=== apb_master_bridge_mp_flat ===
apb_master_bridge_mp_flat/wires.png
Only two layers are drawn.
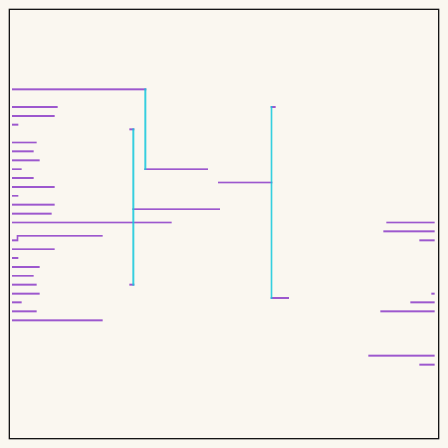

--- src/rtl/apb_master_bridge_mp_if.sv ---
// APB bus bundle between the bridge and its slaves.
// PRDATA, PREADY and PSLVERR_IN carry one lane per slave.
interface apb_master_bridge_mp_if #(
    parameter int ADDR_WIDTH = 9,
    parameter int DATA_WIDTH = 8,
    parameter int NUM_SLAVES = 2
);
    logic [ADDR_WIDTH-1:0]            PADDR;
    logic [NUM_SLAVES-1:0]            PSEL;
    logic                             PENABLE;
    logic                             PWRITE;
    logic [DATA_WIDTH-1:0]            PWDATA;
    logic [NUM_SLAVES*DATA_WIDTH-1:0] PRDATA;
    logic [NUM_SLAVES-1:0]            PREADY;
    logic [NUM_SLAVES-1:0]            PSLVERR_IN;

    modport master (
        output PADDR, PSEL, PENABLE, PWRITE, PWDATA,
        input  PRDATA, PREADY, PSLVERR_IN
    );

    modport slave (
        input  PADDR, PSEL, PENABLE, PWRITE, PWDATA,
        output PRDATA, PREADY, PSLVERR_IN
    );
endinterface

--- src/rtl/apb_master_bridge_mp.sv ---
// APB master bridge: user request port to an APB bus with NUM_SLAVES one-hot selects,
// wait states, bounded-wait timeout, decode-error detection and a completion pulse.
//
// state  | meaning
// IDLE   | no transfer in flight, waiting for transfer=1
// SETUP  | APB setup phase, PSEL high, PENABLE low
// ACCESS | APB access phase, waiting for PREADY of the selected slave or timeout
// DERR   | address decoded to a non-existent slave, completes with error next edge
module apb_master_bridge_mp #(
    parameter int ADDR_WIDTH = 9,
    parameter int DATA_WIDTH = 8,
    parameter int NUM_SLAVES = 2,
    parameter int TIMEOUT    = 16
) (
    input  logic                   PCLK,
    input  logic                   PRESETn,
    input  logic                   transfer,
    input  logic                   READ_WRITE,
    input  logic [ADDR_WIDTH-1:0]  apb_write_paddr,
    input  logic [DATA_WIDTH-1:0]  apb_write_data,
    input  logic [ADDR_WIDTH-1:0]  apb_read_paddr,
    output logic [DATA_WIDTH-1:0]  apb_read_data_out,
    output logic                   PSLVERR,
    output logic                   xfer_done,
    output logic                   busy,
    apb_master_bridge_mp_if.master apb
);
    localparam int SEL_BITS = (NUM_SLAVES > 2) ? $clog2(NUM_SLAVES) : 1;
    localparam int CNT_BITS = (TIMEOUT > 1) ? $clog2(TIMEOUT + 1) : 1;

    typedef enum logic [1:0] {
        IDLE   = 2'd0,
        SETUP  = 2'd1,
        ACCESS = 2'd2,
        DERR   = 2'd3
    } state_t;

    state_t state_q, state_d;

    logic                  write_q;
    logic [ADDR_WIDTH-1:0] addr_q;
    logic [DATA_WIDTH-1:0] wdata_q;
    logic [SEL_BITS-1:0]   idx_q;
    logic [NUM_SLAVES-1:0] psel_q;
    logic                  penable_q;
    logic [CNT_BITS-1:0]   wait_q;
    logic [DATA_WIDTH-1:0] rdata_q;
    logic                  slverr_q;
    logic                  done_q;
    logic                  busy_q;

    logic [ADDR_WIDTH-1:0] req_addr;
    logic [SEL_BITS-1:0]   req_idx;
    logic                  req_valid;
    logic                  take_req;
    logic                  complete;
    logic                  cpl_err;
    logic                  sel_ready;
    logic                  sel_err;
    logic [DATA_WIDTH-1:0] sel_rdata;
    logic [SEL_BITS-1:0]   idx_d;
    logic [NUM_SLAVES-1:0] psel_d;
    logic [CNT_BITS-1:0]   wait_d;

    assign req_addr  = READ_WRITE ? apb_read_paddr : apb_write_paddr;
    assign req_idx   = req_addr[ADDR_WIDTH-1 -: SEL_BITS];
    assign req_valid = (32'(req_idx) < NUM_SLAVES);

    // Only the latched slave's lanes are observed; other slaves may drive anything.
    always_comb begin
        sel_ready = 1'b0;
        sel_err   = 1'b0;
        sel_rdata = '0;
        for (int i = 0; i < NUM_SLAVES; i++) begin
            if (idx_q == SEL_BITS'(i)) begin
                sel_ready = apb.PREADY[i];
                sel_err   = apb.PSLVERR_IN[i];
                sel_rdata = apb.PRDATA[i*DATA_WIDTH +: DATA_WIDTH];
            end
        end
    end

    always_comb begin
        state_d  = state_q;
        complete = 1'b0;
        cpl_err  = 1'b0;
        case (state_q)
            IDLE: begin
                if (transfer) begin
                    state_d = req_valid ? SETUP : DERR;
                end
            end
            SETUP: begin
                state_d = ACCESS;
            end
            ACCESS: begin
                if (sel_ready) begin
                    complete = 1'b1;
                    cpl_err  = sel_err;
                end else if ((TIMEOUT != 0) && (wait_q == '0)) begin
                    complete = 1'b1;
                    cpl_err  = 1'b1;
                end
            end
            DERR: begin
                complete = 1'b1;
                cpl_err  = 1'b1;
            end
            default: begin
                state_d = IDLE;
            end
        endcase
        // A request present on the completing edge chains straight into the next transfer.
        if (complete) begin
            state_d = transfer ? (req_valid ? SETUP : DERR) : IDLE;
        end
    end

    assign take_req = transfer && ((state_q == IDLE) || complete);

    // Wait timer counts down from TIMEOUT; reaching zero while still not ready is the timeout.
    always_comb begin
        wait_d = wait_q;
        if (take_req) begin
            wait_d = CNT_BITS'(TIMEOUT);
        end else if (complete) begin
            wait_d = '0;
        end else if ((state_q == ACCESS) && (wait_q != '0)) begin
            wait_d = wait_q - CNT_BITS'(1);
        end
    end

    assign idx_d = take_req ? req_idx : idx_q;

    always_comb begin
        psel_d = '0;
        for (int i = 0; i < NUM_SLAVES; i++) begin
            psel_d[i] = ((state_d == SETUP) || (state_d == ACCESS)) && (idx_d == SEL_BITS'(i));
        end
    end

    always_ff @(posedge PCLK or negedge PRESETn) begin
        if (!PRESETn) begin
            state_q <= IDLE;
        end else begin
            state_q <= state_d;
        end
    end

    always_ff @(posedge PCLK or negedge PRESETn) begin
        if (!PRESETn) begin
            write_q   <= 1'b0;
            addr_q    <= '0;
            wdata_q   <= '0;
            idx_q     <= '0;
            psel_q    <= '0;
            penable_q <= 1'b0;
            wait_q    <= '0;
            rdata_q   <= '0;
            slverr_q  <= 1'b0;
            done_q    <= 1'b0;
            busy_q    <= 1'b0;
        end else begin
            psel_q    <= psel_d;
            penable_q <= (state_d == ACCESS);
            busy_q    <= (state_d != IDLE);
            done_q    <= complete;
            wait_q    <= wait_d;
            if (take_req) begin
                write_q <= ~READ_WRITE;
                addr_q  <= req_addr;
                wdata_q <= apb_write_data;
                idx_q   <= req_idx;
            end
            if (complete) begin
                slverr_q <= cpl_err;
                if (!write_q) begin
                    rdata_q <= cpl_err ? '0 : sel_rdata;
                end
            end
        end
    end

    assign apb.PADDR         = addr_q;
    assign apb.PSEL          = psel_q;
    assign apb.PENABLE       = penable_q;
    assign apb.PWRITE        = write_q;
    assign apb.PWDATA        = wdata_q;
    assign apb_read_data_out = rdata_q;
    assign PSLVERR           = slverr_q;
    assign xfer_done         = done_q;
    assign busy              = busy_q;
endmodule

--- src/flat_wrapper.sv ---
// flat-port wrapper written by rule: the top's interface ports become plain ports
module apb_master_bridge_mp_flat 
#(
    parameter int ADDR_WIDTH = 9,
    parameter int DATA_WIDTH = 8,
    parameter int NUM_SLAVES = 2,
    parameter int TIMEOUT    = 16
)
  (PCLK, PRESETn, transfer, READ_WRITE, apb_write_paddr, apb_write_data, apb_read_paddr, apb_read_data_out, PSLVERR, xfer_done, busy, apb_PADDR, apb_PSEL, apb_PENABLE, apb_PWRITE, apb_PWDATA, apb_PRDATA, apb_PREADY, apb_PSLVERR_IN);
  apb_master_bridge_mp_if #(.ADDR_WIDTH(ADDR_WIDTH), .DATA_WIDTH(DATA_WIDTH), .NUM_SLAVES(NUM_SLAVES)) apb_i ();
  input  logic PCLK;
  input  logic PRESETn;
  input  logic transfer;
  input  logic READ_WRITE;
  input  logic [ADDR_WIDTH-1:0] apb_write_paddr;
  input  logic [DATA_WIDTH-1:0] apb_write_data;
  input  logic [ADDR_WIDTH-1:0] apb_read_paddr;
  output logic [DATA_WIDTH-1:0] apb_read_data_out;
  output logic PSLVERR;
  output logic xfer_done;
  output logic busy;
  output wire logic [$bits(apb_i.PADDR)-1:0] apb_PADDR;
  output wire logic [$bits(apb_i.PSEL)-1:0] apb_PSEL;
  output wire logic [$bits(apb_i.PENABLE)-1:0] apb_PENABLE;
  output wire logic [$bits(apb_i.PWRITE)-1:0] apb_PWRITE;
  output wire logic [$bits(apb_i.PWDATA)-1:0] apb_PWDATA;
  input wire logic [$bits(apb_i.PRDATA)-1:0] apb_PRDATA;
  input wire logic [$bits(apb_i.PREADY)-1:0] apb_PREADY;
  input wire logic [$bits(apb_i.PSLVERR_IN)-1:0] apb_PSLVERR_IN;
  assign apb_PADDR = apb_i.PADDR;
  assign apb_PSEL = apb_i.PSEL;
  assign apb_PENABLE = apb_i.PENABLE;
  assign apb_PWRITE = apb_i.PWRITE;
  assign apb_PWDATA = apb_i.PWDATA;
  assign apb_i.PRDATA = apb_PRDATA;
  assign apb_i.PREADY = apb_PREADY;
  assign apb_i.PSLVERR_IN = apb_PSLVERR_IN;
  apb_master_bridge_mp #(.ADDR_WIDTH(ADDR_WIDTH), .DATA_WIDTH(DATA_WIDTH), .NUM_SLAVES(NUM_SLAVES), .TIMEOUT(TIMEOUT)) u_core (.PCLK(PCLK), .PRESETn(PRESETn), .transfer(transfer), .READ_WRITE(READ_WRITE), .apb_write_paddr(apb_write_paddr), .apb_write_data(apb_write_data), .apb_read_paddr(apb_read_paddr), .apb_read_data_out(apb_read_data_out), .PSLVERR(PSLVERR), .xfer_done(xfer_done), .busy(busy), .apb(apb_i));
endmodule
--- config.mk ---
export PLATFORM = sky130hd
export DESIGN_NAME = apb_master_bridge_mp_flat
export DESIGN_NICKNAME = d
export VERILOG_FILES = /design/src/rtl/apb_master_bridge_mp_if.sv /design/src/rtl/apb_master_bridge_mp.sv /design/src/flat_wrapper.sv
export SDC_FILE = /design/constraint.sdc
export NUM_CORES = 1
export LEC_CHECK = 0
export CORE_MARGIN = 1.5
export CORE_UTILIZATION = 50
export DETAILED_ROUTE_END_ITERATION = 12
export DONT_BUFFER_PORTS = 1
export PLACE_DENSITY = 0.66
export REMOVE_ABC_BUFFERS = 1
export SYNTH_ARGS = -nofsm -noshare
export SYNTH_HDL_FRONTEND = slang
export SYNTH_SLANG_ARGS = --single-unit
--- constraint.sdc ---
create_clock -name PCLK -period 3.05 [get_ports PCLK]
set_input_delay 0.7625 -clock PCLK [delete_from_list [all_inputs] [get_ports PCLK]]
set_output_delay 0.7625 -clock PCLK [all_outputs]
set_load 0.03 [all_outputs]
=== paralelo_serial_tx ===
**src/rtl/paralelo_serial_tx.sv**
```systemverilog
// Byte-to-bit serialiser behind the 2:1 byte mux: COM training after reset, then data/IDLE bytes, MSB first.
// Optional build macro SCRAMBLE_EN adds a 16-bit LFSR scrambler on valid data bytes.
module paralelo_serial_tx #(
    parameter int unsigned TRAIN_FRAMES = 4,
    parameter logic [7:0]  COM_SYM      = 8'hBC,
    parameter logic [7:0]  IDLE_SYM     = 8'h7C
) (
    input  logic       clk,
    input  logic       reset_L,
    input  logic [7:0] data_in,
    input  logic       valid_in,
    output logic       data_out,
    output logic       byte_strobe,
    output logic       active
);

    localparam int unsigned BYTE_W  = 8;
    localparam int unsigned CNT_W   = 3;
    localparam int unsigned TRAIN_W = 4;

    localparam logic [TRAIN_W-1:0] TRAIN_LAST = TRAIN_W'(TRAIN_FRAMES - 1);
    localparam logic [TRAIN_W-1:0] TRAIN_SAT  = '1;

`ifdef SCRAMBLE_EN
    localparam int unsigned LFSR_W    = 16;
    localparam logic [LFSR_W-1:0] LFSR_POLY = 16'h0039;
    localparam logic [LFSR_W-1:0] LFSR_SEED = 16'hFFFF;

    // Advance the Galois LFSR by one byte (8 single steps).
    function automatic logic [LFSR_W-1:0] lfsr_step8(input logic [LFSR_W-1:0] s);
        logic [LFSR_W-1:0] r;
        r = s;
        for (int i = 0; i < 8; i++) begin
            r = {r[LFSR_W-2:0], 1'b0} ^ (r[LFSR_W-1] ? LFSR_POLY : '0);
        end
        return r;
    endfunction

    logic [LFSR_W-1:0] lfsr_q, lfsr_d;
`endif

    typedef enum logic {
        S_TRAIN  = 1'b0,
        S_ACTIVE = 1'b1
    } state_e;

    state_e             state_q, state_d;
    logic [CNT_W-1:0]   bit_cnt_q, bit_cnt_d;
    logic [BYTE_W-1:0]  shift_q, shift_d;
    logic [TRAIN_W-1:0] train_cnt_q, train_cnt_d;
    logic               data_out_q, data_out_d;
    logic               strobe_q, strobe_d;
    logic               active_q, active_d;
    logic [BYTE_W-1:0]  sel;
    logic               sample;

    assign sample = (bit_cnt_q == '0);

    // State register and output flops.
    always_ff @(posedge clk or negedge reset_L) begin
        if (!reset_L) begin
            state_q     <= S_TRAIN;
            bit_cnt_q   <= '0;
            shift_q     <= '0;
            train_cnt_q <= '0;
            data_out_q  <= 1'b0;
            strobe_q    <= 1'b0;
            active_q    <= 1'b0;
`ifdef SCRAMBLE_EN
            lfsr_q      <= LFSR_SEED;
`endif
        end else begin
            state_q     <= state_d;
            bit_cnt_q   <= bit_cnt_d;
            shift_q     <= shift_d;
            train_cnt_q <= train_cnt_d;
            data_out_q  <= data_out_d;
            strobe_q    <= strobe_d;
            active_q    <= active_d;
`ifdef SCRAMBLE_EN
            lfsr_q      <= lfsr_d;
`endif
        end
    end

    // Next state: byte selection at sample edges, shifting in between.
    always_comb begin
        state_d     = state_q;
        bit_cnt_d   = CNT_W'(bit_cnt_q + 1'b1);
        shift_d     = {shift_q[BYTE_W-2:0], 1'b0};
        train_cnt_d = train_cnt_q;
        data_out_d  = shift_q[BYTE_W-1];
        strobe_d    = 1'b0;
        active_d    = active_q;
        sel         = IDLE_SYM;
`ifdef SCRAMBLE_EN
        lfsr_d      = lfsr_q;
`endif

        if (sample) begin
            case (state_q)
                S_TRAIN: begin
                    sel = COM_SYM;
                    if (train_cnt_q != TRAIN_SAT) begin
                        train_cnt_d = TRAIN_W'(train_cnt_q + 1'b1);
                    end
                    if (train_cnt_q == TRAIN_LAST) begin
                        state_d  = S_ACTIVE;
                        active_d = 1'b1;
                    end
`ifdef SCRAMBLE_EN
                    lfsr_d = LFSR_SEED;
`endif
                end
                S_ACTIVE: begin
`ifdef SCRAMBLE_EN
                    sel    = valid_in ? (data_in ^ lfsr_q[LFSR_W-1 -: BYTE_W]) : IDLE_SYM;
                    lfsr_d = lfsr_step8(lfsr_q);
`else
                    sel = valid_in ? data_in : IDLE_SYM;
`endif
                end
                default: state_d = S_TRAIN;
            endcase
            shift_d    = {sel[BYTE_W-2:0], 1'b0};
            data_out_d = sel[BYTE_W-1];
            strobe_d   = 1'b1;
        end
    end

    assign data_out    = data_out_q;
    assign byte_strobe = strobe_q;
    assign active      = active_q;

endmodule

```
**config.mk**
```make
export PLATFORM = sky130hd
export DESIGN_NAME = paralelo_serial_tx
export DESIGN_NICKNAME = d
export VERILOG_FILES = /design/src/rtl/paralelo_serial_tx.sv
export SDC_FILE = /design/constraint.sdc
export NUM_CORES = 1
export LEC_CHECK = 0
export ABC_AREA = 1
export CAP_MARGIN = 20
export CORE_MARGIN = 5
export CORE_UTILIZATION = 49
export DETAILED_ROUTE_END_ITERATION = 10
export PLACE_DENSITY = 0.84
export SLEW_MARGIN = 0
export SYNTH_ARGS = -nofsm -noshare
export SYNTH_HDL_FRONTEND = slang
export SYNTH_SLANG_ARGS = --single-unit
```
**constraint.sdc**
```tcl
create_clock -name clk -period 1.5 [get_ports clk]
set_input_delay 0.3 -clock clk [delete_from_list [all_inputs] [get_ports clk]]
set_output_delay 0.3 -clock clk [all_outputs]
set_load 0.02 [all_outputs]
```
=== seq_detector_param ===
--- src/rtl/seq_detector_param.sv ---
// ==== seq_detector_param : parametrised Mealy sequence detector (sync + edge strobes,
// ==== KMP-style next state, saturating match counter, conflict error)   Rev 1.0
`default_nettype none

module seq_detector_param #(
  parameter int                 PAT_LEN = 4,
  parameter logic [PAT_LEN-1:0] PATTERN = 4'b1011,
  parameter int                 CNT_W   = 8,
  parameter int                 STATE_W = $clog2(PAT_LEN + 1)
) (
  input  logic               clk_100M,
  input  logic               clear,
  input  logic               input_0,
  input  logic               input_1,
  input  logic               overlap_en,
  output logic               out,
  output logic [STATE_W-1:0] present_state,
  output logic [CNT_W-1:0]   match_count,
  output logic               err
);

  // Pattern bit at prefix position idx; position 0 is the first bit received.
  function automatic logic pbit(input int idx);
    logic [PAT_LEN-1:0] t;
    t = PATTERN >> (PAT_LEN - 1 - idx);
    return t[0];
  endfunction

  function automatic int border();
    int   best;
    logic ok;
    best = 0;
    for (int l = 1; l < PAT_LEN; l++) begin
      ok = 1'b1;
      for (int j = 0; j < l; j++)
        if (pbit(j) != pbit(PAT_LEN - l + j)) ok = 1'b0;
      if (ok) best = l;
    end
    return best;
  endfunction

  // The last s accepted bits equal prefix_s, so candidate k needs
  // prefix_s[s-k+1 .. s-1] == prefix[0 .. k-2] and b == prefix[k-1].
  function automatic int next_len(input int s, input logic b);
    int   best;
    logic ok;
    best = 0;
    for (int k = 1; k <= PAT_LEN; k++) begin
      if (k <= s + 1) begin
        ok = (b == pbit(k - 1));
        for (int j = 0; j < k - 1; j++)
          if (pbit(s - k + 1 + j) != pbit(j)) ok = 1'b0;
        if (ok) best = k;
      end
    end
    return best;
  endfunction

  localparam logic [STATE_W-1:0] c_BORDER = STATE_W'(border());

  logic [1:0]         sync1_q, sync2_q, prev_q;
  logic [1:0]         stb;
  int                 k;
  logic [STATE_W-1:0] state_q, state_d;
  logic [CNT_W-1:0]   cnt_q, cnt_d;
  logic               out_q, out_d;
  logic               err_q, err_d;

  assign stb = sync2_q & ~prev_q;

  always_comb begin
    k       = next_len(int'(state_q), stb[1]);
    state_d = state_q;
    cnt_d   = cnt_q;
    out_d   = 1'b0;
    err_d   = 1'b0;
    if (stb == 2'b11) begin
      err_d = 1'b1;
    end else if (stb != 2'b00) begin
      if (k == PAT_LEN) begin
        out_d   = 1'b1;
        if (cnt_q != {CNT_W{1'b1}}) cnt_d = cnt_q + 1'b1;
        state_d = overlap_en ? c_BORDER : '0;
      end else begin
        state_d = STATE_W'(k);
      end
    end
  end

  always_ff @(posedge clk_100M or posedge clear) begin
    if (clear) begin
      sync1_q <= '0;
      sync2_q <= '0;
      prev_q  <= '0;
      state_q <= '0;
      cnt_q   <= '0;
      out_q   <= 1'b0;
      err_q   <= 1'b0;
    end else begin
      sync1_q <= {input_1, input_0};
      sync2_q <= sync1_q;
      prev_q  <= sync2_q;
      state_q <= state_d;
      cnt_q   <= cnt_d;
      out_q   <= out_d;
      err_q   <= err_d;
    end
  end

  assign out           = out_q;
  assign err           = err_q;
  assign present_state = state_q;
  assign match_count   = cnt_q;

endmodule

`default_nettype wire
--- config.mk ---
export PLATFORM = sky130hd
export DESIGN_NAME = seq_detector_param
export DESIGN_NICKNAME = d
export VERILOG_FILES = /design/src/rtl/seq_detector_param.sv
export SDC_FILE = /design/constraint.sdc
export NUM_CORES = 1
export LEC_CHECK = 0
export CORE_MARGIN = 8
export CORE_UTILIZATION = 55
export CTS_CLUSTER_SIZE = 8
export DETAILED_ROUTE_END_ITERATION = 7
export GPL_TIMING_DRIVEN = 0
export PLACE_DENSITY = 0.79
export SLEW_MARGIN = 20
export SYNTH_ARGS = -nofsm -noshare
export SYNTH_HDL_FRONTEND = slang
export SYNTH_SLANG_ARGS = --single-unit
--- constraint.sdc ---
create_clock -name clk_100M -period 7.9 [get_ports clk_100M]
set_clock_uncertainty 0.05 [all_clocks]
set_input_delay 1.58 -clock clk_100M [delete_from_list [all_inputs] [get_ports clk_100M]]
set_output_delay 1.58 -clock clk_100M [all_outputs]
set_load 0.01 [all_outputs]
paralelo_serial_tx/power_grid.png
Pins as bars on the die edge.
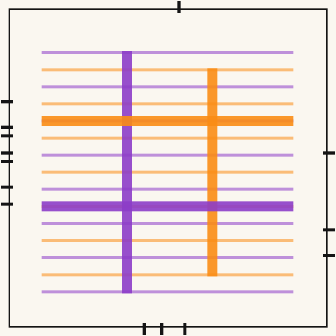
orange -> VDD
purple -> VSS
met1 rails = 15
met4 straps = 2
met5 straps = 2
Chip Width: 50.3 µm
core region area: 1520 µm²
DIE HEIGHT: 50.3 µm
peak ir drop on the vdd network: 0.603 mV

==> impl_metrics.tcl, paralelo_serial_tx <==
# place-and-route summary
set metrics [dict create \
    area.share.combinational_pct 30.0 \
    crit_path_end_kind "primary output" \
    power.group.top "sequential cells" \
    run_status "complete, no violations" \
    grt_pass1_vias 616 \
    synth_async_sr_flop_share_pct 100 \
    layer_carrying_the_most_global_route_usage "met2" \
    route.detailed.vias_per_inst 5.00 \
    timing.slew.headroom_pct 84.0 \
    synthMostInstantiatedCell "sky130_fd_sc_hd__nand2_1" \
    critical-path-top-delay-family "flip-flops" \
    ys_sh_aoi_pct 4.56 \
    synthesis.instances 85 \
    n_all_inverters 11 \
    drive_above_1_share_pct 13.7 \
    synth.yosys.seq_area_share_pct 56.6 \
    port_buffers 13 \
    yosys_cells 85 \
    max_stage_delay_ns 0.39 \
    largest_registers "shift_q x7, train_cnt_q x4, bit_cnt_q x3" \
    max_clock_freq_mhz 771 \
    finalHoldViolCount 0 \
    n_multi_input_combinational_cell 55 \
]
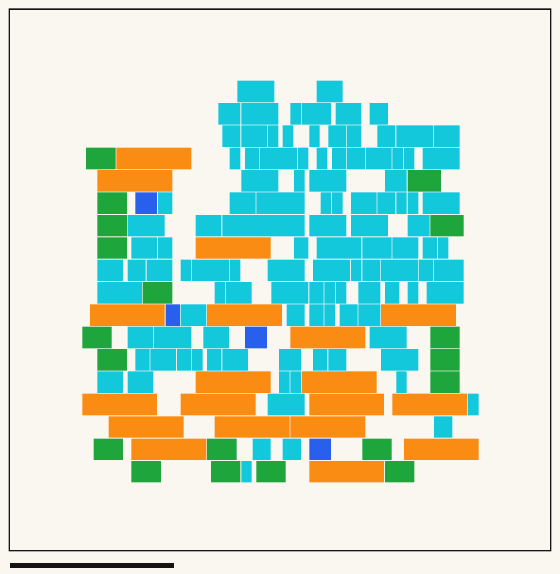
seq_detector_param/placement_by_type.png
The bar under the picture is 20 µm long.
blue -> clock drivers and dummy loads  # cells 4
orange -> flops  # cells 19
green -> other buffers and delay cells  # cells 19
cyan -> combinational and other logic  # cells 112

==> impl_metrics.tcl, seq_detector_param <==
# place-and-route summary
set metrics [dict create \
    run_status "complete, no violations" \
    yosys_cell_types 36 \
    count_of_antenna_violating_nets_left_after_detailed_routing 0 \
    cts-hold-fix-buffers 0 \
    netlist_top_cells_count "sky130_fd_sc_hd__dfrtp_1 (19), sky130_fd_sc_hd__ha_1 (19), sky130_fd_sc_hd__inv_1 (14)" \
    hold_slack_ns 0.313 \
    fp-utilization_pct 56.3 \
    finalHoldViolCount 0 \
    logic_family "simple AND/OR/NAND/NOR gates" \
    synth.cellmix.simpleShare_pct 17.7 \
    power.group.top "combinational logic" \
    req_time_crit_path_ns 8.05 \
    layer_carrying_the_most_global_route_usage "met2" \
    logic_area_um2 806 \
    flow.area_growth_from_synthesis_pct 17.3 \
    critPathCapture "match_count[1]$_DFFE_PP0P_" \
    cts_num_sinks 19 \
    power_report.internal_total_mw 0.188 \
]
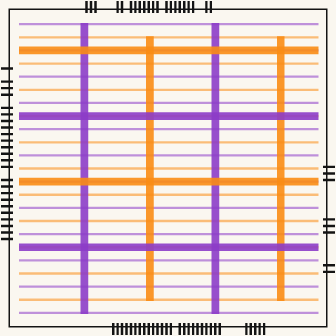
apb_master_bridge_mp_flat/power_grid.png
Pins as bars on the die edge.
purple -> VSS
orange -> VDD
signal pins = 82
met4 straps = 4
rows = 22
met1 rails = 23

## Picture notes: apb_master_bridge_mp_flat/wires.png
purple -> metal 3  # wire length 219 µm
cyan -> metal 4  # wire length 65.3 µm
final wirelength: 3450 µm
routed length per instance: 17.7 µm
total number of vias: 1091

==> impl_metrics.tcl, apb_master_bridge_mp_flat <==
# place-and-route summary
set metrics [dict create \
    root_buffer "sky130_fd_sc_hd__clkbuf_8" \
    yosys_most_used_dff "sky130_fd_sc_hd__dfrtp_1" \
    n_all_inverters 5 \
    nFillCells 306 \
    cts_repair_resize_count 0 \
    yosys_cell_types 36 \
    clk_pin_slew_worst_paths_ns 0.08 \
    final_nets 199 \
    run_status "complete, no violations" \
    peakVddDrop_mv 0.638 \
    worst_hold_class "in -> async" \
    drt_drc_violations_left 0 \
    flip_flops 40 \
    setup_viol 0 \
    use_met1_pct 20.0 \
    cts-hold-fix-buffers 0 \
    final.setup_skew_ns 0.00446 \
    finalHoldViolCount 0 \
    htreeDepth 2 \
    critical-path-top-delay-family "flip-flops" \
    n_multi_input_combinational_cell 93 \
    post_dp_cell_area_um2 1980 \
    share_clk_of_total_power_pct 14.0 \
    power-per-cell-area_nw_per_um2 1190 \
    critical_path_launch_point_type "flip-flop" \
    maxUsedRoutingLayer "met4" \
    power_sequential_mw 1.31 \
    insertion_delay_ns 0.29 \
    fp-utilization_pct 52.6 \
    number_of_synthesized_flops_with_an_enable_pin 0 \
    preCtsSetupSlack_ns 0.725 \
    netlist.area_leader.share_pct 51.2 \
    crit_type "reg -> reg" \
    synth_top_cell_by_area "sky130_fd_sc_hd__dfrtp_1" \
    cts_num_sinks 40 \
    seqAreaFraction_pct 48.3 \
    drv_slew 0 \
    synth.cellmix.simpleShare_pct 8.39 \
    fin_ws_ns 0.743 \
    clock_tree_from_tritoncts "built" \
]

==> notes/layouts.md <==
Pictures saved along the way, in no particular order.

Clock distribution.
The bar under the picture is 20 µm long.
picture 1
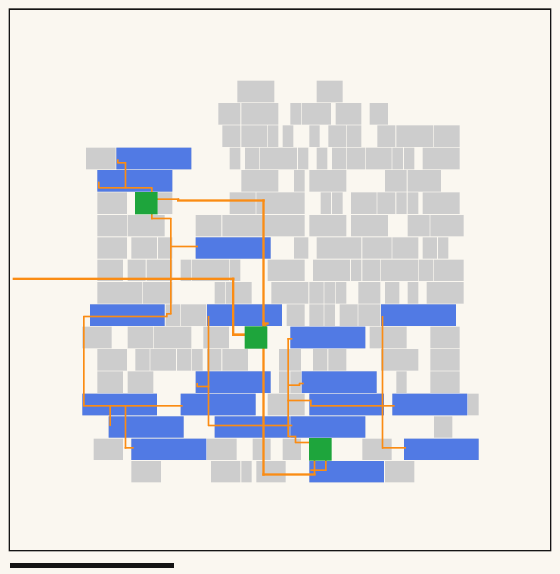
picture 2
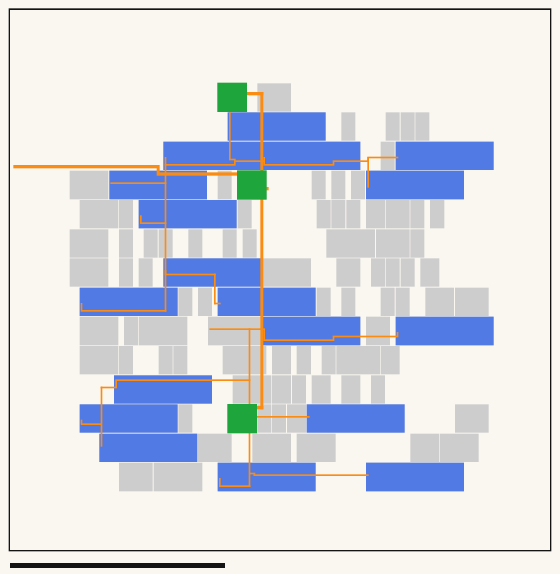
picture 3
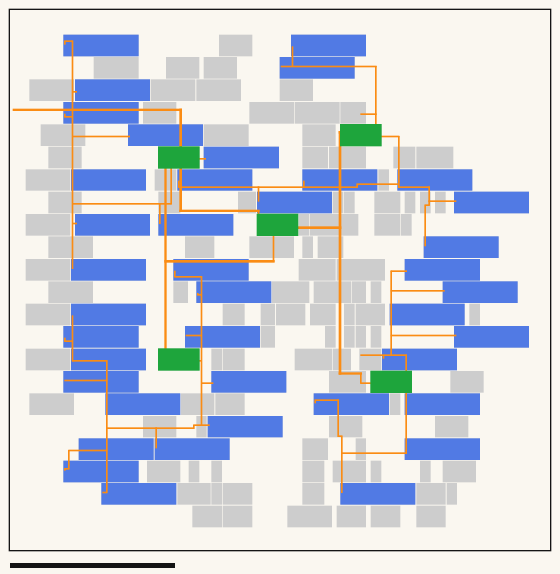
- paralelo_serial_tx = picture 2
- apb_master_bridge_mp_flat = picture 3
- seq_detector_param = picture 1
- smallest die: picture 2
- most sequential cells: picture 3


=== alu_cmp_sequencer ===
alu_cmp_sequencer/placement_by_type.png
The bar under the picture is 20 µm long.
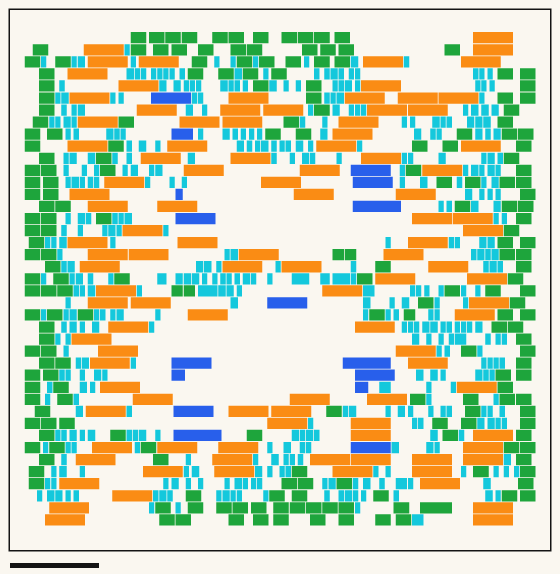

--- src/rtl/alu_seq_pkg.sv ---
`default_nettype none
// ============================================================================
// Module      : alu_seq_pkg
// Description : Shared types and constants for the ALU compare sequencer.
//               Holds the operation encoding, the sequencer state encoding
//               and the default data width.
// Revision    : 1.0 - initial release
// ============================================================================
package alu_seq_pkg;

  localparam int DEFAULT_WIDTH = 32;

  // Operation codes as seen on req_op
  typedef enum logic [1:0] {
    OP_ADD  = 2'd0,
    OP_SUB  = 2'd1,
    OP_SLT  = 2'd2,
    OP_SLTU = 2'd3
  } alu_op_e;

  // Sequencer states
  typedef enum logic [1:0] {
    ST_IDLE = 2'd0,
    ST_WAIT = 2'd1,
    ST_RESP = 2'd2
  } seq_state_e;

endpackage
`default_nettype wire

--- src/rtl/alu_seq_result.sv ---
`default_nettype none
// ============================================================================
// Module      : alu_seq_result
// Description : Combinational mapping from the shared adder's sum and flags
//               to the final result of the requested operation.
// Ports       : op          - operation being completed
//               sum         - adder result
//               neg/ovf/carry - adder flags (sum MSB, signed overflow,
//                               carry-out)
//               result      - mapped result word
//               result_zero - result equals zero
//               result_ovf  - overflow flag (ADD/SUB only)
// Revision    : 1.0 - initial release
// ============================================================================
module alu_seq_result
  import alu_seq_pkg::*;
#(
  parameter int WIDTH = DEFAULT_WIDTH
) (
  input  alu_op_e          op,
  input  logic [WIDTH-1:0] sum,
  input  logic             neg,
  input  logic             ovf,
  input  logic             carry,
  output logic [WIDTH-1:0] result,
  output logic             result_zero,
  output logic             result_ovf
);

  always_comb begin
    result     = '0;
    result_ovf = 1'b0;
    case (op)
      OP_ADD, OP_SUB: begin
        result     = sum;
        result_ovf = ovf;
      end
      // a - b computed as a + ~b + 1: signed less-than is the true sign of
      // the difference, i.e. the sum MSB corrected by overflow.
      OP_SLT:  result[0] = neg ^ ovf;
      // No carry-out from a + ~b + 1 means a borrow occurred: a < b.
      OP_SLTU: result[0] = ~carry;
      default: result    = '0;
    endcase
  end

  assign result_zero = (result == '0);

endmodule
`default_nettype wire

--- src/rtl/alu_cmp_sequencer.sv ---
`default_nettype none
// ============================================================================
// Module      : alu_cmp_sequencer
// Description : Sequences ADD/SUB/SLT/SLTU operations through an external
//               shared gate-delay adder/subtractor. A request is registered,
//               the adder is given SETTLE cycles to settle, the result is
//               captured once and held until the consumer accepts it.
// Ports       : clk, reset          - clock, async active-high reset
//               req_valid/req_ready - request handshake
//               req_op/req_a/req_b  - operation and operands
//               dp_a/dp_b/dp_sub    - operands and mode to the shared adder
//               dp_sum/dp_neg/dp_ovf/dp_carry - adder result and flags
//               rsp_valid/rsp_ready - response handshake
//               rsp_data/rsp_zero/rsp_ovf - result, zero and overflow
// Revision    : 1.0 - initial release
// ============================================================================
module alu_cmp_sequencer
  import alu_seq_pkg::*;
#(
  parameter int WIDTH  = DEFAULT_WIDTH,
  parameter int SETTLE = 4            // legal range 1..15
) (
  input  logic             clk,
  input  logic             reset,
  input  logic             req_valid,
  output logic             req_ready,
  input  logic [1:0]       req_op,
  input  logic [WIDTH-1:0] req_a,
  input  logic [WIDTH-1:0] req_b,
  output logic [WIDTH-1:0] dp_a,
  output logic [WIDTH-1:0] dp_b,
  output logic             dp_sub,
  input  logic [WIDTH-1:0] dp_sum,
  input  logic             dp_neg,
  input  logic             dp_ovf,
  input  logic             dp_carry,
  output logic             rsp_valid,
  input  logic             rsp_ready,
  output logic [WIDTH-1:0] rsp_data,
  output logic             rsp_zero,
  output logic             rsp_ovf
);

  localparam logic [3:0] c_cnt_load = 4'(SETTLE - 1);

  seq_state_e       r_state;
  seq_state_e       w_state_next;
  logic [3:0]       r_cnt;
  alu_op_e          r_op;
  logic [WIDTH-1:0] r_a;
  logic [WIDTH-1:0] r_b;
  logic [WIDTH-1:0] r_rsp_data;
  logic             r_rsp_zero;
  logic             r_rsp_ovf;

  logic             w_accept;
  logic             w_settled;
  logic             w_rsp_fire;
  logic [WIDTH-1:0] w_result;
  logic             w_result_zero;
  logic             w_result_ovf;

  assign w_accept   = req_valid && (r_state == ST_IDLE);
  assign w_settled  = (r_state == ST_WAIT) && (r_cnt == 4'd0);
  assign w_rsp_fire = (r_state == ST_RESP) && rsp_ready;

  // --------------------------------------------------------------------------
  // State register
  // --------------------------------------------------------------------------
  always_ff @(posedge clk or posedge reset) begin
    if (reset) begin
      r_state <= ST_IDLE;
    end else begin
      r_state <= w_state_next;
    end
  end

  // --------------------------------------------------------------------------
  // Next-state logic
  // --------------------------------------------------------------------------
  always_comb begin
    w_state_next = r_state;
    case (r_state)
      ST_IDLE: if (w_accept)   w_state_next = ST_WAIT;
      ST_WAIT: if (w_settled)  w_state_next = ST_RESP;
      ST_RESP: if (w_rsp_fire) w_state_next = ST_IDLE;
      default:                 w_state_next = ST_IDLE;
    endcase
  end

  // --------------------------------------------------------------------------
  // Operand, settle counter and response registers
  // --------------------------------------------------------------------------
  always_ff @(posedge clk or posedge reset) begin
    if (reset) begin
      r_cnt      <= 4'd0;
      r_op       <= OP_ADD;
      r_a        <= '0;
      r_b        <= '0;
      r_rsp_data <= '0;
      r_rsp_zero <= 1'b0;
      r_rsp_ovf  <= 1'b0;
    end else begin
      if (w_accept) begin
        r_op  <= alu_op_e'(req_op);
        r_a   <= req_a;
        r_b   <= req_b;
        r_cnt <= c_cnt_load;
      end else if ((r_state == ST_WAIT) && (r_cnt != 4'd0)) begin
        r_cnt <= r_cnt - 4'd1;
      end
      // The adder output is only trusted at this single edge; it may be
      // mid-transition at any other time.
      if (w_settled) begin
        r_rsp_data <= w_result;
        r_rsp_zero <= w_result_zero;
        r_rsp_ovf  <= w_result_ovf;
      end
    end
  end

  // --------------------------------------------------------------------------
  // Output logic
  // --------------------------------------------------------------------------
  always_comb begin
    req_ready = (r_state == ST_IDLE);
    rsp_valid = (r_state == ST_RESP);
    dp_a      = '0;
    dp_b      = '0;
    dp_sub    = 1'b0;
    // Keep the shared adder quiet while no operation is in flight.
    if (r_state != ST_IDLE) begin
      dp_a   = r_a;
      dp_b   = r_b;
      dp_sub = (r_op != OP_ADD);
    end
  end

  assign rsp_data = r_rsp_data;
  assign rsp_zero = r_rsp_zero;
  assign rsp_ovf  = r_rsp_ovf;

  alu_seq_result #(
    .WIDTH (WIDTH)
  ) u_result (
    .op          (r_op),
    .sum         (dp_sum),
    .neg         (dp_neg),
    .ovf         (dp_ovf),
    .carry       (dp_carry),
    .result      (w_result),
    .result_zero (w_result_zero),
    .result_ovf  (w_result_ovf)
  );

endmodule
`default_nettype wire

--- config.mk ---
export PLATFORM = sky130hd
export DESIGN_NAME = alu_cmp_sequencer
export DESIGN_NICKNAME = d
export VERILOG_FILES = /design/src/rtl/alu_seq_pkg.sv /design/src/rtl/alu_seq_result.sv /design/src/rtl/alu_cmp_sequencer.sv
export SDC_FILE = /design/constraint.sdc
export NUM_CORES = 1
export LEC_CHECK = 0
export ABC_AREA = 1
export CORE_MARGIN = 3
export CORE_UTILIZATION = 35
export CTS_CLUSTER_SIZE = 12
export DETAILED_ROUTE_END_ITERATION = 7
export HOLD_SLACK_MARGIN = 0.02
export PLACE_DENSITY = 0.71
export SLEW_MARGIN = 10
export SYNTH_ARGS = -nofsm -noshare
export SYNTH_HDL_FRONTEND = slang
export SYNTH_SLANG_ARGS = --single-unit
export TNS_END_PERCENT = 20
--- constraint.sdc ---
create_clock -name clk -period 3.3 [get_ports clk]
set_input_delay 0.66 -clock clk [delete_from_list [all_inputs] [get_ports clk]]
set_output_delay 0.66 -clock clk [all_outputs]
set_load 0.01 [all_outputs]
=== mem_arbiter ===
File: src/rtl/mem_arbiter.sv
// mem_arbiter: shares one RAM port between the instruction cache and the
// data cache. Data requests win arbitration unless an instruction fetch has
// already been passed over STARVE_MAX times in a row. Each access is tracked
// by a small FSM that returns a one-cycle completion (iwait/dwait low) to the
// granted cache, and RAM errors or timeouts complete the access with a poison
// word and set a sticky error flag.
module mem_arbiter #(
   parameter int STARVE_MAX = 4,
   parameter int TIMEOUT    = 255
) (
   input  logic        CLK,
   input  logic        RST,
   // instruction cache side
   input  logic        iREN,
   input  logic [31:0] iaddr,
   output logic [31:0] iload,
   output logic        iwait,
   // data cache side
   input  logic        dREN,
   input  logic        dWEN,
   input  logic [31:0] daddr,
   input  logic [31:0] dstore,
   output logic [31:0] dload,
   output logic        dwait,
   // RAM side
   output logic        ramREN,
   output logic        ramWEN,
   output logic [31:0] ramaddr,
   output logic [31:0] ramstore,
   input  logic [31:0] ramload,
   input  logic [1:0]  ramstate,
   // sticky error
   output logic        merr
);

   localparam int SW = (STARVE_MAX < 1) ? 1 : $clog2(STARVE_MAX + 1);
   localparam int TW = (TIMEOUT < 1) ? 1 : $clog2(TIMEOUT + 1);

   localparam logic [1:0]  RAM_ACCESS = 2'd2;
   localparam logic [1:0]  RAM_ERROR  = 2'd3;
   localparam logic [31:0] POISON     = 32'hBAD1BAD1;

   typedef enum logic [1:0] {
      IDLE = 2'd0,
      ISVC = 2'd1,
      DSVC = 2'd2
   } state_t;

   state_t        state, next_state;
   logic [SW-1:0] scnt;
   logic [TW-1:0] tcnt;

   logic d_req;      // any data request line high
   logic d_rd;       // data read (a simultaneous write wins)
   logic scnt_sat;   // instruction side has been passed over STARVE_MAX times
   logic svc_req;    // granted requester still asserting its request
   logic tmo;        // current access has waited TIMEOUT cycles
   logic complete;   // access finishes this cycle
   logic fail;       // finishing access is an error or a timeout

   assign d_req    = dREN | dWEN;
   assign d_rd     = dREN & ~dWEN;
   assign scnt_sat = (scnt == SW'(STARVE_MAX));
   assign tmo      = (tcnt == TW'(TIMEOUT));

   // Request, completion and failure qualifiers for the current service state
   always_comb begin
      // NOTE: every signal gets a default before the case, so no path can
      // leave it unassigned and infer a latch.
      svc_req  = 1'b0;
      complete = 1'b0;
      fail     = 1'b0;
      if (state == ISVC) begin
         svc_req = iREN;
      end else if (state == DSVC) begin
         svc_req = d_req;
      end
      if (svc_req) begin
         complete = (ramstate == RAM_ACCESS) || (ramstate == RAM_ERROR) || tmo;
         fail     = (ramstate == RAM_ERROR) || (tmo && (ramstate != RAM_ACCESS));
      end
   end

   // State register, starvation counter, timeout counter and sticky error
   always_ff @(posedge CLK) begin
      // NOTE: state is updated with non-blocking assignments so every
      // register samples pre-edge values regardless of statement order.
      if (RST) begin
         state <= IDLE;
         scnt  <= '0;
         tcnt  <= '0;
         merr  <= 1'b0;
      end else begin
         state <= next_state;

         if (state == IDLE) begin
            if (!iREN) begin
               scnt <= '0;
            end else if (next_state == DSVC) begin
               if (!scnt_sat) begin
                  scnt <= scnt + SW'(1);
               end
            end else if (next_state == ISVC) begin
               scnt <= '0;
            end
         end

         if (state == IDLE) begin
            tcnt <= '0;
         end else if (!complete) begin
            tcnt <= tcnt + TW'(1);
         end

         if (complete && fail) begin
            merr <= 1'b1;
         end
      end
   end

   // Next-state: arbitrate in IDLE, leave service on completion or withdrawal
   always_comb begin
      next_state = state;
      case (state)
         IDLE: begin
            if (d_req && (!iREN || !scnt_sat)) begin
               next_state = DSVC;
            end else if (iREN) begin
               next_state = ISVC;
            end else begin
               next_state = IDLE;
            end
         end
         ISVC, DSVC: begin
            if (!svc_req || complete) begin
               next_state = IDLE;
            end
         end
         default: next_state = IDLE;
      endcase
   end

   // Outputs: steer the granted requester onto the RAM port and return data
   always_comb begin
      iwait    = 1'b1;
      dwait    = 1'b1;
      iload    = '0;
      dload    = '0;
      ramREN   = 1'b0;
      ramWEN   = 1'b0;
      ramaddr  = '0;
      ramstore = '0;
      case (state)
         ISVC: begin
            ramREN  = iREN;
            ramaddr = iaddr;
            if (complete) begin
               iwait = 1'b0;
               iload = fail ? POISON : ramload;
            end
         end
         DSVC: begin
            ramREN   = d_rd;
            ramWEN   = dWEN;
            ramaddr  = daddr;
            ramstore = dstore;
            if (complete) begin
               dwait = 1'b0;
               if (d_rd) begin
                  dload = fail ? POISON : ramload;
               end
            end
         end
         default: ;
      endcase
   end

endmodule

File: config.mk
export PLATFORM = sky130hd
export DESIGN_NAME = mem_arbiter
export DESIGN_NICKNAME = d
export VERILOG_FILES = /design/src/rtl/mem_arbiter.sv
export SDC_FILE = /design/constraint.sdc
export NUM_CORES = 1
export LEC_CHECK = 0
export ABC_AREA = 1
export ABC_CLOCK_PERIOD_IN_PS = 2000
export CORE_AREA = 2 2 104 106
export DETAILED_ROUTE_END_ITERATION = 7
export DIE_AREA = 0 0 106 108
export PLACE_DENSITY_LB_ADDON = 0.12
export SLEW_MARGIN = 20
export SYNTH_ARGS = -nofsm -noshare
export SYNTH_HDL_FRONTEND = slang
export SYNTH_SLANG_ARGS = --single-unit
File: constraint.sdc
create_clock -name CLK -period 2 [get_ports CLK]
set_input_delay 0.5 -clock CLK [delete_from_list [all_inputs] [get_ports CLK]]
set_output_delay 0.5 -clock CLK [all_outputs]
set_load 0.005 [all_outputs]
alu_cmp_sequencer/clk_routes.png
The bar under the picture is 20 µm long.
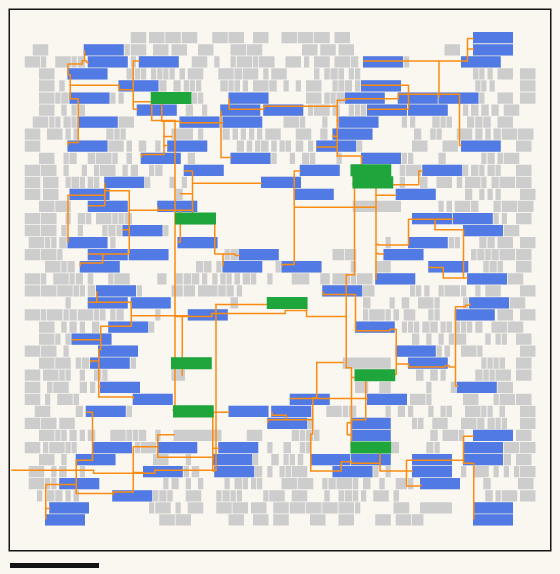
green -> clock drivers  # count 9
blue -> flip-flops  # count 106
orange -> clock wires  # length 1280 µm
flops lie = widely spread

Notes on alu_cmp_sequencer/placement_by_type.png above:
cyan -> combinational and other logic  # cells 437
green -> other buffers and delay cells  # cells 211
orange -> flops  # cells 106
blue -> clock drivers and dummy loads  # cells 16
post-layout instance area: 7160 µm²
fraction of the core area covered by cells at the end of the flow: 55.6%
fraction of area in registers: 37.0%
core region area: 12900 µm²

==> impl_metrics.tcl, alu_cmp_sequencer <==
# place-and-route summary
set metrics [dict create \
    run_status "complete, no violations" \
    largest_net_degree_at_the_start_of_global_routing 107 \
    globalRouteOverflowTotal 0 \
    comb_cell_power_mw 3.39 \
    power.share.sequential_pct 31.6 \
    clock_tree_area_fraction_pct 4.91 \
    ioPinCount 206 \
    worst_hold_startpoint "r_cnt[3]$_DFFE_PP0P_" \
    synthMostInstantiatedCell "sky130_fd_sc_hd__nand2_1" \
    crit_type "reg -> out" \
    fp.dieW_um 122 \
    post-route-period-util_pct 77.3 \
    final.setup_skew_ns 0.00950 \
    peakVddDrop_mv 0.444 \
    floorplan.die_area_um2 14800 \
    finalNonFillerCells 942 \
    maxUsedRoutingLayer "met4" \
    synth_top_cell_by_area "sky130_fd_sc_hd__dfrtp_1" \
    power.switching_mw 2.46 \
    netlist.area_leader.share_pct 56.5 \
    netlist_top_cells_area "sky130_fd_sc_hd__dfrtp_1 (56%), sky130_fd_sc_hd__nand2_1 (12%), sky130_fd_sc_hd__nor2_1 (6.4%)" \
    cp_num_buf_inv 2 \
    power-per-cell-area_nw_per_um2 944 \
    final_layout_top_logic_cells "sky130_fd_sc_hd__clkdlybuf4s50_1 (205), sky130_fd_sc_hd__nand2_1 (151), sky130_fd_sc_hd__dfrtp_1 (106)" \
    detailed_place_hpwl_um 8850 \
    req_time_crit_path_ns 2.64 \
    ys_chip_area_um2 4700 \
    critPathSlowestCell "sky130_fd_sc_hd__clkdlybuf4s50_1" \
    fin_ws_ns 0.751 \
    static-leakage-power_nw 3.30 \
    pwr-share-comb_pct 50.1 \
    drt_wl_total_um 12200 \
    clock_tree_from_tritoncts "built" \
    timing.reg2reg.worst_path_depth 6 \
    grt_pass1_vias 4142 \
    reg2reg_capture_point "r_a[1]$_DFFE_PP0P_" \
]
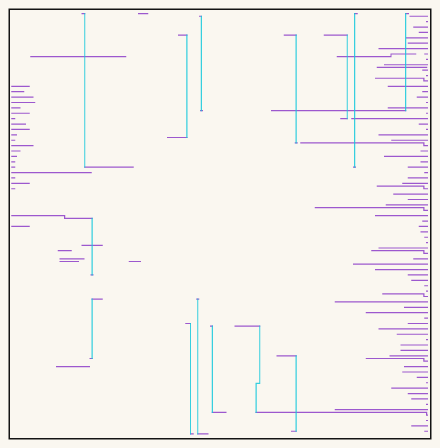
mem_arbiter/wires.png
Only two layers are drawn.
purple -> metal 3  # wire length 846 µm
cyan -> metal 4  # wire length 355 µm

==> impl_metrics.tcl, mem_arbiter <==
# place-and-route summary
set metrics [dict create \
    yosys_cells 430 \
    detailedRoute.firstIterationViolations 138 \
    post_synthesis_instance_area_um2 2150 \
    slack_of_the_worst_reg_to_reg_path_ns 0.08 \
    synthesis.instances 430 \
    drive_above_1_share_pct 52.9 \
    layout.buffer.nonclock.area_share_pct 55.2 \
    setup_viol 129 \
    synth.yosys.seq_area_share_pct 13.1 \
    crit_path_end_kind "primary output" \
    worst-slew-pin-transition_ns 0.374 \
    antennaDiodeCount 0 \
    finalNonFillerCells 934 \
    flip_flops 14 \
    run_status "finished, violations left" \
    ioPinCount 268 \
    globalRouteOverflowTotal 0 \
    cts_num_sinks 14 \
    nFillCells 984 \
    timing.reg2reg.worst_path_depth 15 \
    layer_carrying_the_most_global_route_usage "met2" \
    area.sequential_um2 288 \
    drv_slew 0 \
    registers.top_by_ff_count "tcnt" \
    fin_ws_ns -0.543 \
    violations "negative setup slack" \
    fin_area_um2 6290 \
    first_pass_grt_wire_length_um 20300 \
    final_layout_top_logic_cells "sky130_fd_sc_hd__clkdlybuf4s50_1 (133), sky130_fd_sc_hd__buf_2 (99), sky130_fd_sc_hd__nand2_1 (84)" \
    yosys_most_used_dff "sky130_fd_sc_hd__dfxtp_1" \
    req_time_crit_path_ns 1.50 \
    synthXorXnorAreaFrac_pct 0.408 \
    power-per-cell-area_nw_per_um2 322 \
    drt_drc_violations_left 0 \
    p_sw_share_pct 36.3 \
    reg2reg_capture_point "scnt[2]$_SDFFE_PP0P_" \
    insertion_delay_ns 0.25 \
    critPathSlowestCell "sky130_fd_sc_hd__dfxtp_2" \
    p_total_mw 2.02 \
    syn_area_per_cell_um2 4.99 \
    post_dp_cell_area_um2 5240 \
    power.switching_mw 0.735 \
    clock_tree_from_tritoncts "built" \
]

=== inst_mem_wait ===
inst_mem_wait/wires.png
Only two layers are drawn.
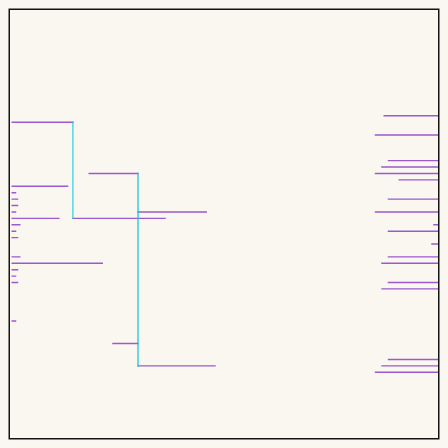
File: config.mk
export PLATFORM = sky130hd
export DESIGN_NAME = inst_mem_wait
export DESIGN_NICKNAME = d
export VERILOG_FILES = /design/src/rtl/inst_mem_wait.sv
export SDC_FILE = /design/constraint.sdc
export NUM_CORES = 1
export LEC_CHECK = 0
export CAP_MARGIN = 20
export CORE_MARGIN = 10
export CORE_UTILIZATION = 30
export CTS_CLUSTER_SIZE = 10
export DETAILED_ROUTE_END_ITERATION = 10
export HOLD_SLACK_MARGIN = 0.02
export PLACE_DENSITY = 0.82
export SYNTH_ARGS = -nofsm -noshare
export SYNTH_HDL_FRONTEND = slang
export SYNTH_SLANG_ARGS = --single-unit
File: constraint.sdc
create_clock -name clk -period 2.8 [get_ports clk]
set_input_delay 0.56 -clock clk [delete_from_list [all_inputs] [get_ports clk]]
set_output_delay 0.56 -clock clk [all_outputs]
set_load 0.005 [all_outputs]
File: src/rtl/inst_mem_wait.sv
// inst_mem_wait: instruction memory with fetch handshake, wait states, stall hold, flush and fault reporting
module inst_mem_wait #(
  parameter int    XLEN      = 32,
  parameter int    DEPTH     = 64,
  parameter int    WAIT      = 0,
  parameter string INIT_FILE = "",
  localparam int   AW        = $clog2(DEPTH)
) (
  input  logic            clk,
  input  logic            rst,
  input  logic            req_valid,
  output logic            req_ready,
  input  logic [31:0]     req_addr,
  output logic            rsp_valid,
  input  logic            rsp_ready,
  output logic [XLEN-1:0] rsp_data,
  output logic            rsp_fault,
  input  logic            flush,
  input  logic            ld_we,
  input  logic [AW-1:0]   ld_addr,
  input  logic [XLEN-1:0] ld_data
);
  localparam logic [XLEN-1:0] NOP = XLEN'(32'h00000013);
  typedef enum logic [1:0] {S_IDLE, S_WAIT, S_RESP} state_t;
  state_t          r_state, w_next;
  logic [3:0]      r_cnt, w_cnt_next;
  logic [31:0]     r_addr, w_rd_addr;
  logic [XLEN-1:0] r_mem [DEPTH];
  logic [XLEN-1:0] r_data;
  logic            r_fault, w_ld_we, w_accept, w_load, w_fault;
`ifdef IMEM_LOAD_PORT_EN
  assign w_ld_we = ld_we;
`else
  logic w_unused;
  assign w_ld_we  = 1'b0;
  assign w_unused = ^{ld_we, ld_addr, ld_data};
`endif
  assign req_ready = ~flush & ~w_ld_we & (r_state == S_IDLE | (r_state == S_RESP & rsp_ready));
  assign w_accept  = req_valid & req_ready;
  assign w_rd_addr = r_state == S_WAIT ? r_addr : req_addr;
  assign w_fault   = (w_rd_addr[1:0] != 2'b00) | ({2'b00, w_rd_addr[31:2]} >= 32'(DEPTH));
  assign w_load    = (w_accept && WAIT == 0) || (!flush && r_state == S_WAIT && r_cnt == 4'd0);
  assign rsp_valid = r_state == S_RESP;
  assign rsp_data  = r_data;
  assign rsp_fault = r_fault;
  always_comb begin
    w_next     = r_state;
    w_cnt_next = r_cnt;
    if (flush) begin
      w_next     = S_IDLE;
      w_cnt_next = 4'd0;
    end else if (w_accept) begin
      w_next     = WAIT == 0 ? S_RESP : S_WAIT;
      w_cnt_next = 4'(WAIT);
    end else if (r_state == S_WAIT) begin
      w_next     = r_cnt == 4'd0 ? S_RESP : S_WAIT;
      w_cnt_next = r_cnt == 4'd0 ? 4'd0 : r_cnt - 4'd1;
    end else if (r_state == S_RESP && rsp_ready) begin
      w_next     = S_IDLE;
    end
  end
  always_ff @(posedge clk) begin
    if (rst) begin
      r_state <= S_IDLE;
      r_cnt   <= 4'd0;
      r_fault <= 1'b0;
      r_data  <= NOP;
    end else begin
      r_state <= w_next;
      r_cnt   <= w_cnt_next;
      if (w_accept) r_addr <= req_addr;
      if (w_load) begin
        r_fault <= w_fault;
        r_data  <= w_fault ? NOP : r_mem[w_rd_addr[AW+1:2]];
      end
    end
  end
  always_ff @(posedge clk) begin
    if (w_ld_we) r_mem[ld_addr] <= ld_data;
  end
endmodule

==> impl_metrics.tcl <==
# place-and-route summary
set metrics [dict create \
    reg2reg_capture_point "rsp_fault$_SDFFE_PP0P_" \
    layout.non_clock_buffers 34 \
    synthMostInstantiatedCell "sky130_fd_sc_hd__buf_4" \
    globalRouteOverflowTotal 0 \
    detail_route.wl_per_cell_um 13.3 \
    critical_path_depth 4 \
    die_h_um 90.8 \
    critPathCapture "req_ready" \
    static-leakage-power_nw 0.643 \
    comb_cell_power_mw 0.0850 \
    ys_seq_elements 33 \
    insertion_delay_ns 0.28 \
    setup_viol 0 \
    run_status "complete, no violations" \
    drive_above_1_share_pct 6.17 \
]
## Picture notes: inst_mem_wait/wires.png
purple -> metal 3  # wire length 315 µm
cyan -> metal 4  # wire length 61.2 µm



==> screenshots <==
Wiring by layer.
Only two layers are drawn.
(a)
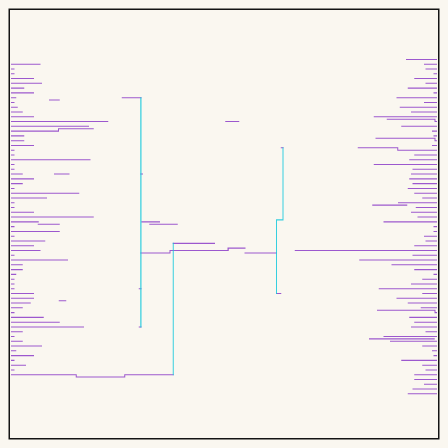
(b)
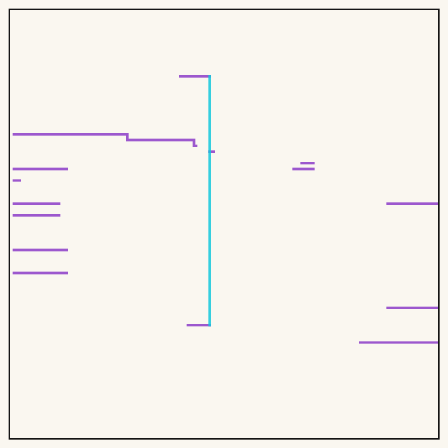
(c)
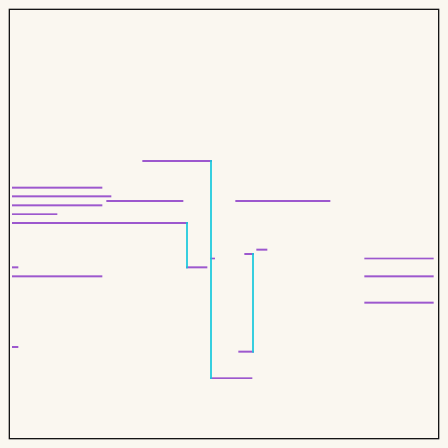
seq_detector_param: (c)
alu_cmp_sequencer: (a)
paralelo_serial_tx: (b)
Of these, most wire: (a)
Of these, least wire: (b)

Power figures rest on the tool's default switching activity, not on a simulated workload.
